# design 1

### src/rtl/sync_fifo_param.sv
// Single-clock parametrised FIFO with fill level, almost flags, optional
// first-word-fall-through read, synchronous flush and sticky error flags.
module sync_fifo_param #(
    parameter int WIDTH     = 8,
    parameter int SIZE      = 8,
    parameter int PTR_LEN   = $clog2(SIZE),
    parameter bit FWFT      = 1'b0,
    parameter int AFULL_TH  = SIZE - 2,
    parameter int AEMPTY_TH = 1
) (
    input  logic             clk,
    input  logic             arst_n,
    input  logic             flush,
    input  logic             w_en,
    input  logic [WIDTH-1:0] data_in,
    input  logic             r_en,
    output logic [WIDTH-1:0] data_out,
    output logic             rd_valid,
    output logic             full,
    output logic             empty,
    output logic             almost_full,
    output logic             almost_empty,
    output logic [PTR_LEN:0] level,
    output logic             overflow,
    output logic             underflow,
    input  logic             clr_err
);

    localparam int LVL_W = PTR_LEN + 1;
    localparam logic [PTR_LEN:0] SIZE_LV   = LVL_W'(SIZE);
    localparam logic [PTR_LEN:0] AFULL_LV  = LVL_W'(AFULL_TH);
    localparam logic [PTR_LEN:0] AEMPTY_LV = LVL_W'(AEMPTY_TH);

    logic [WIDTH-1:0]   mem [SIZE];
    logic [PTR_LEN-1:0] wp;
    logic [PTR_LEN-1:0] rp;
    logic               rd_acc;
    logic               wr_acc;
    logic               ov_set;
    logic               uf_set;

    // Flags depend only on the level register, never on same-cycle requests.
    assign full         = (level == SIZE_LV);
    assign empty        = (level == '0);
    assign almost_full  = (level >= AFULL_LV);
    assign almost_empty = (level <= AEMPTY_LV);

    // A write into a full FIFO is only legal when a read frees a slot.
    assign rd_acc = r_en & ~empty & ~flush;
    assign wr_acc = w_en & ~flush & (~full | rd_acc);
    assign ov_set = w_en & full & ~rd_acc & ~flush;
    assign uf_set = r_en & empty & ~flush;

    always_ff @(posedge clk) begin
        if (wr_acc) begin
            mem[wp] <= data_in;
        end
    end

    always_ff @(posedge clk or negedge arst_n) begin
        if (!arst_n) begin
            wp    <= '0;
            rp    <= '0;
            level <= '0;
        end else if (flush) begin
            wp    <= '0;
            rp    <= '0;
            level <= '0;
        end else begin
            if (wr_acc) begin
                wp <= wp + 1'b1;
            end
            if (rd_acc) begin
                rp <= rp + 1'b1;
            end
            case ({wr_acc, rd_acc})
                2'b10:   level <= level + 1'b1;
                2'b01:   level <= level - 1'b1;
                default: level <= level;
            endcase
        end
    end

    // A new error in the same cycle as clr_err keeps the flag set.
    always_ff @(posedge clk or negedge arst_n) begin
        if (!arst_n) begin
            overflow  <= 1'b0;
            underflow <= 1'b0;
        end else begin
            overflow  <= ov_set | (overflow & ~clr_err);
            underflow <= uf_set | (underflow & ~clr_err);
        end
    end

    generate
        if (FWFT) begin : g_fwft
            // Gated by empty so the output reads zero out of reset.
            assign data_out = empty ? '0 : mem[rp];
            assign rd_valid = ~empty;
        end else begin : g_std
            logic [WIDTH-1:0] data_q;
            logic             valid_q;

            always_ff @(posedge clk or negedge arst_n) begin
                if (!arst_n) begin
                    data_q  <= '0;
                    valid_q <= 1'b0;
                end else begin
                    valid_q <= rd_acc;
                    if (rd_acc) begin
                        data_q <= mem[rp];
                    end
                end
            end

            assign data_out = data_q;
            assign rd_valid = valid_q;
        end
    endgenerate

endmodule

### config.mk
export PLATFORM = sky130hd
export DESIGN_NAME = sync_fifo_param
export DESIGN_NICKNAME = d
export VERILOG_FILES = /design/src/rtl/sync_fifo_param.sv
export SDC_FILE = /design/constraint.sdc
export NUM_CORES = 1
export LEC_CHECK = 0
export ABC_AREA = 1
export CORE_UTILIZATION = 57
export CTS_CLUSTER_SIZE = 10
export DETAILED_ROUTE_END_ITERATION = 16
export GPL_TIMING_DRIVEN = 0
export PLACE_DENSITY = 0.86
export SLEW_MARGIN = 30
export SYNTH_ARGS = -nofsm -noshare
export SYNTH_HDL_FRONTEND = slang
export SYNTH_SLANG_ARGS = --single-unit
### constraint.sdc
create_clock -name clk -period 2.3 [get_ports clk]
set_input_delay 0.345 -clock clk [delete_from_list [all_inputs] [get_ports clk]]
set_output_delay 0.345 -clock clk [all_outputs]
set_load 0.005 [all_outputs]
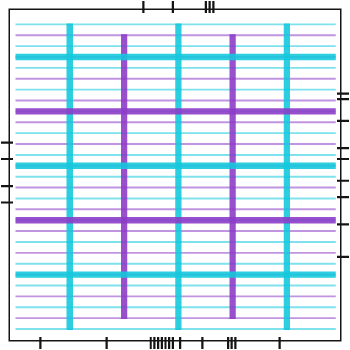
Design 1: floorplan with the power grid
Scale: 4 px per um. Pins as bars on the die edge.
[VDD] purple
[VSS] cyan
signal pins: 33
met1 rails: 29

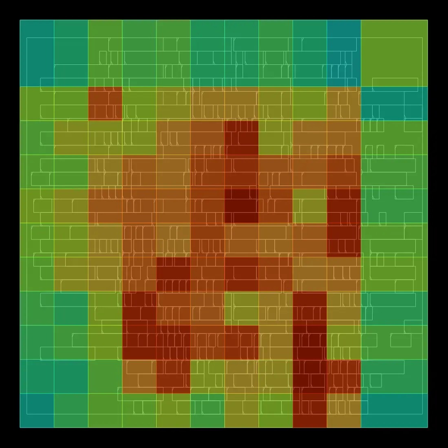
Design 1: track usage over the die
met1 Use GR: 36.0%
Util after Layout: 71.6%

==> qor.yml <==
seqCellArea_sq_um: 2450
wl_met3_um: 626
die_height_um: 82.5
synthFlopType: "edfxtp_1"
crit_start: "level[1]"
core-area_sq_um: 6100
top_area_share_pct: 52.1
grt_pass1_wl_um: 13000
status: "completed"
design_area_sq_um: 4360
yosys_warnings: 0
placed_cells_incl_taps: 442
reg2reg_depth: 9
via_per_inst: 5.76
synthArstFlopShare_pct: 24.7
row_count: 28
lay_top_count: "edfxtp_1"
p_per_area_nw_per_um2: 811
==> cell type report <==
cell class,count,area share [%]
sequential,85,56.2
multi-input combinational,214,25.4
timing repair buffer,37,8.14
clock buffer,9,2.84
tap,75,2.15
inverter,23,2.04
buffer,13,1.78
clock inverter,7,1.52
==> logic make-up (layout without fill, tap and decap cells) <==
group                      Yosys count  count (layout)
AOI/OAI and AO/OA                   54              54
xor gates and xnor gates             2               2
adders and majority gates            7               7
buffers and inverters               36              89
DFF                                 85              85
and+or+nand+nor                    151             151
==> report_power, final <==
| part | switching (W) | leakage [nW] | total (W) | internal, W |
|---|---|---|---|---|
| Sequential | 0.0000641 | 0.851 | 0.00182 | 0.00176 |
| Combinational | 0.000369 | 0.759 | 0.000701 | 0.000332 |
| Clock | 0.000592 | 0.0918 | 0.00101 | 0.000420 |
| Total | 0.00103 | 1.70 | 0.00354 | 0.00251 |
==> sequential cells by signal, summed over array words and instances (netlist names) <==
| signal | count |
|---|---|
| rd_valid | 1 |
| rp | 3 |
| wp | 3 |
| overflow | 1 |
| level | 4 |
| data_out | 8 |
| mem | 64 |
| underflow | 1 |

# design 2

[config.mk]
export PLATFORM = sky130hd
export DESIGN_NAME = demux1to2_reg
export DESIGN_NICKNAME = d
export VERILOG_FILES = /design/src/rtl/demux_pkg.sv /design/src/rtl/demux_slot.sv /design/src/rtl/demux1to2_reg.sv
export SDC_FILE = /design/constraint.sdc
export NUM_CORES = 1
export LEC_CHECK = 0
export CAP_MARGIN = 10
export CORE_MARGIN = 5
export CORE_UTILIZATION = 35
export CTS_CLUSTER_SIZE = 20
export DETAILED_ROUTE_END_ITERATION = 10
export PLACE_DENSITY_LB_ADDON = 0.1
export SETUP_SLACK_MARGIN = 0.3
export SLEW_MARGIN = 20
export SYNTH_ARGS = -nofsm -noshare
export SYNTH_HDL_FRONTEND = slang
export SYNTH_SLANG_ARGS = --single-unit
[constraint.sdc]
create_clock -name clk -period 4.9 [get_ports clk]
set_clock_uncertainty 0.1 [all_clocks]
set_input_delay 0.49 -clock clk [delete_from_list [all_inputs] [get_ports clk]]
set_output_delay 0.49 -clock clk [all_outputs]
set_load 0.05 [all_outputs]
[src/rtl/demux_pkg.sv]
// Shared types and constants for the registered 1-to-2 demultiplexer.
package demux_pkg;

   typedef enum logic {
      SLOT_EMPTY = 1'b0,
      SLOT_FULL  = 1'b1
   } slot_state_t;

   localparam logic SEL_OUT1 = 1'b0;
   localparam logic SEL_OUT2 = 1'b1;

   localparam int N_DEF  = 32;
   localparam int CW_DEF = 16;

endpackage

[src/rtl/demux_slot.sv]
// One-entry holding slot: accepts a word on load, presents it until the consumer drains it.
module demux_slot
   import demux_pkg::*;
#(
   parameter int N = N_DEF
) (
   input  logic         clk,
   input  logic         rst,
   input  logic         load,
   input  logic [N-1:0] loadData,
   input  logic         ready,
   output logic         valid,
   output logic [N-1:0] data,
   output logic         canLoad
);

   slot_state_t state;
   slot_state_t nextState;

   always_ff @(posedge clk or posedge rst) begin
      if (rst) begin
         state <= SLOT_EMPTY;
      end else begin
         state <= nextState;
      end
   end

   // A load wins over a drain, so a simultaneous drain and load stays FULL without a bubble.
   always_comb begin
      nextState = state;
      if (load) begin
         nextState = SLOT_FULL;
      end else if ((state == SLOT_FULL) && ready) begin
         nextState = SLOT_EMPTY;
      end
   end

   always_ff @(posedge clk or posedge rst) begin
      if (rst) begin
         data <= '0;
      end else if (load) begin
         data <= loadData;
      end
   end

   assign valid   = (state == SLOT_FULL);
   assign canLoad = !valid || ready;

endmodule

[src/rtl/demux1to2_reg.sv]
// Registered 1-to-2 demultiplexer with per-output holding slots.
// Define DEMUX_STATS_EN to add the per-output delivered-word counters count1/count2.
module demux1to2_reg
   import demux_pkg::*;
#(
   parameter int n  = N_DEF,
   parameter int CW = CW_DEF
) (
   input  logic          clk,
   input  logic          rst,
   input  logic          select,
   input  logic [n-1:0]  dataIn,
   input  logic          inValid,
   output logic          inReady,
   output logic [n-1:0]  data1,
   output logic          valid1,
   input  logic          ready1,
   output logic [n-1:0]  data2,
   output logic          valid2,
   input  logic          ready2
`ifdef DEMUX_STATS_EN
   ,
   output logic [CW-1:0] count1,
   output logic [CW-1:0] count2
`endif
);

   logic canLoad1;
   logic canLoad2;
   logic accept;
   logic load1;
   logic load2;

   // Only the targeted slot gates the producer; the other slot keeps draining on its own.
   assign inReady = !rst && ((select == SEL_OUT2) ? canLoad2 : canLoad1);
   assign accept  = inValid && inReady;
   assign load1   = accept && (select == SEL_OUT1);
   assign load2   = accept && (select == SEL_OUT2);

   demux_slot #(.N(n)) slot1 (
      .clk      (clk),
      .rst      (rst),
      .load     (load1),
      .loadData (dataIn),
      .ready    (ready1),
      .valid    (valid1),
      .data     (data1),
      .canLoad  (canLoad1)
   );

   demux_slot #(.N(n)) slot2 (
      .clk      (clk),
      .rst      (rst),
      .load     (load2),
      .loadData (dataIn),
      .ready    (ready2),
      .valid    (valid2),
      .data     (data2),
      .canLoad  (canLoad2)
   );

`ifdef DEMUX_STATS_EN
   // Counters wrap naturally at their width.
   always_ff @(posedge clk or posedge rst) begin
      if (rst) begin
         count1 <= '0;
         count2 <= '0;
      end else begin
         if (valid1 && ready1) begin
            count1 <= count1 + 1'b1;
         end
         if (valid2 && ready2) begin
            count2 <= count2 + 1'b1;
         end
      end
   end
`endif

endmodule

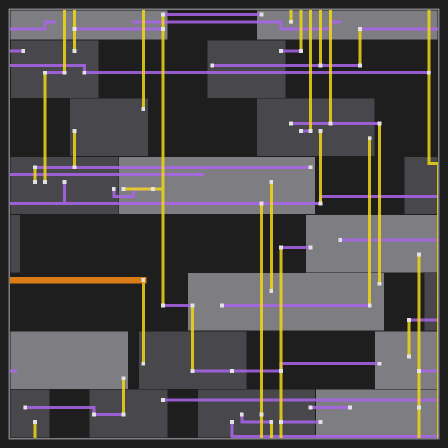
Design 2: a small window of the routed layout
Region (63, 63) to (83, 83) um. Cells in grey, sequential cells in the stronger grey; small squares are vias.
[M1] purple
[M2] yellow
[M3] orange
sequential cells in the window: 7
cells with their middle in the window: 15
most frequent: dfrtp_1 (7), mux2_4 (3), clkdlybuf4s50_1 (3)
netlist names of flops here include: slot2.data (4), slot1.data (3)

==> qor.yml <==
ys_chip_area_sq_um: 2670
design_area_sq_um: 3900
worstReg2RegEnd: "slot2.data[29]"
comb_power_share_pct: 43.3
topCellsByArea: "dfrtp_1 (62%), mux2_4 (17%), mux2_2 (14%), buf_12 (2.3%), buf_6 (1.7%)"
cts_tree: "yes"
status: "completed"
crit_family: "buffers and inverters"
reg2reg_depth: 3
worstSetupEndpointType: "output port"
critPathRequiredTime_ns: 4.31
vias: 1579
power_top_consumer: "combinational cells"
ctsLongestPathBuffers: 2
seq_cell_count: 66
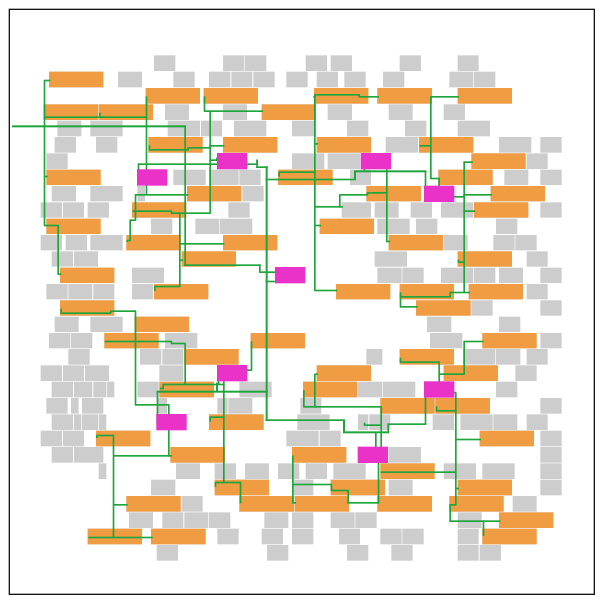
Design 2: routed clock nets over the placement
Scale: 6 px per um.
[clock-net drivers] magenta | count: 9
[clock wires] green | length: 889 um
[flip-flops] orange | count: 66
routed clock nets: 10
flops lie: widely spread
Clock Latency Late Sink: 0.33 ns
clock power share: 20.3%
Clock group: 0.000398 W

[worst reg2reg max path, stage by stage (launching register included)]
cell and delay [ns]:
dfrtp_1 0.42, nand2b_4 0.09, and3_2 0.91, mux2_2 0.42
[how the worst max path moves through the flow]
| stage | from | to | slack (ns) | cells after the start |
|---|---|---|---|---|
| after floorplan | rst | slot1.data[0] | 2.66 | 1 |
| after detailed placement | rst | slot2.data[29] | 2.14 | 4 |
| after CTS | ready1 | inReady | 2.23 | 5 |
| after global placement | rst | slot2.data[30] | 2.19 | 4 |
| final | ready1 | inReady | 2.23 | 5 |
| after global routing | ready1 | inReady | 2.18 | 5 |
[kinds of logic (layout without fill, tap and decap cells)]
logic type             count (synthesis)  count (layout)
AND/OR/NAND/NOR                        9               9
buffers and inverters                  8             121
multiplexers                          65              65
flip-flops                            66              66
[state kept, by name, indices dropped and copies added, names as in the netlist]
register,flops
slot1.data,32
slot1.valid,1
slot2.data,32
slot2.valid,1
[metal layers]
layer | GRT usage (%) | vias to the layer above | wire [um]
li1 | - | 737 | -
met1 | 15.6 | 771 | 2520
met2 | 18.2 | 66 | 2640
met3 | 6.82 | 5 | 476
met4 | 3.83 | 0 | 42
met5 | 0 | - | 0


==> screenshots <==
Cell classes on the final placement.
Plate I
Scale: 4 px per um. Fill, decap, tap and diode cells in grey.
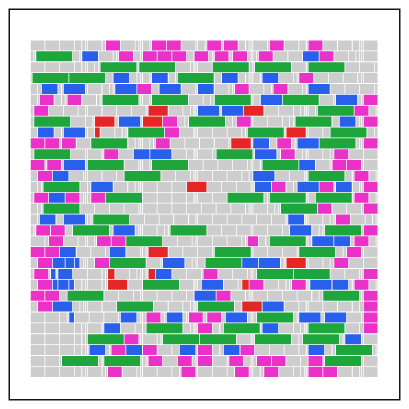
Plate II
Scale: 6 px per um. Fill, decap, tap and diode cells in grey.
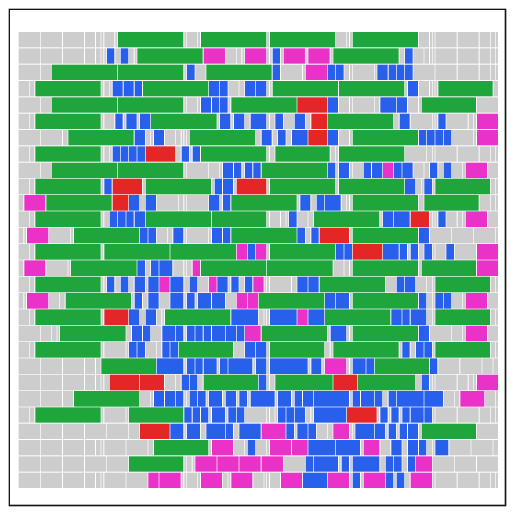
- Plate I = design 2
- Plate II = design 1
The one with the largest die is Plate I.

Key to Plate I:
[remaining logic cells] blue | cells: 75 | share of their area: 24%
[sequential cells] green | cells: 66 | share of their area: 44%
[clock drivers and dummy loads] red | cells: 15 | share of their area: 4.5%
[remaining buffers and delay cells] magenta | cells: 105 | share of their area: 28%

Power and IR drop assume default switching activity.
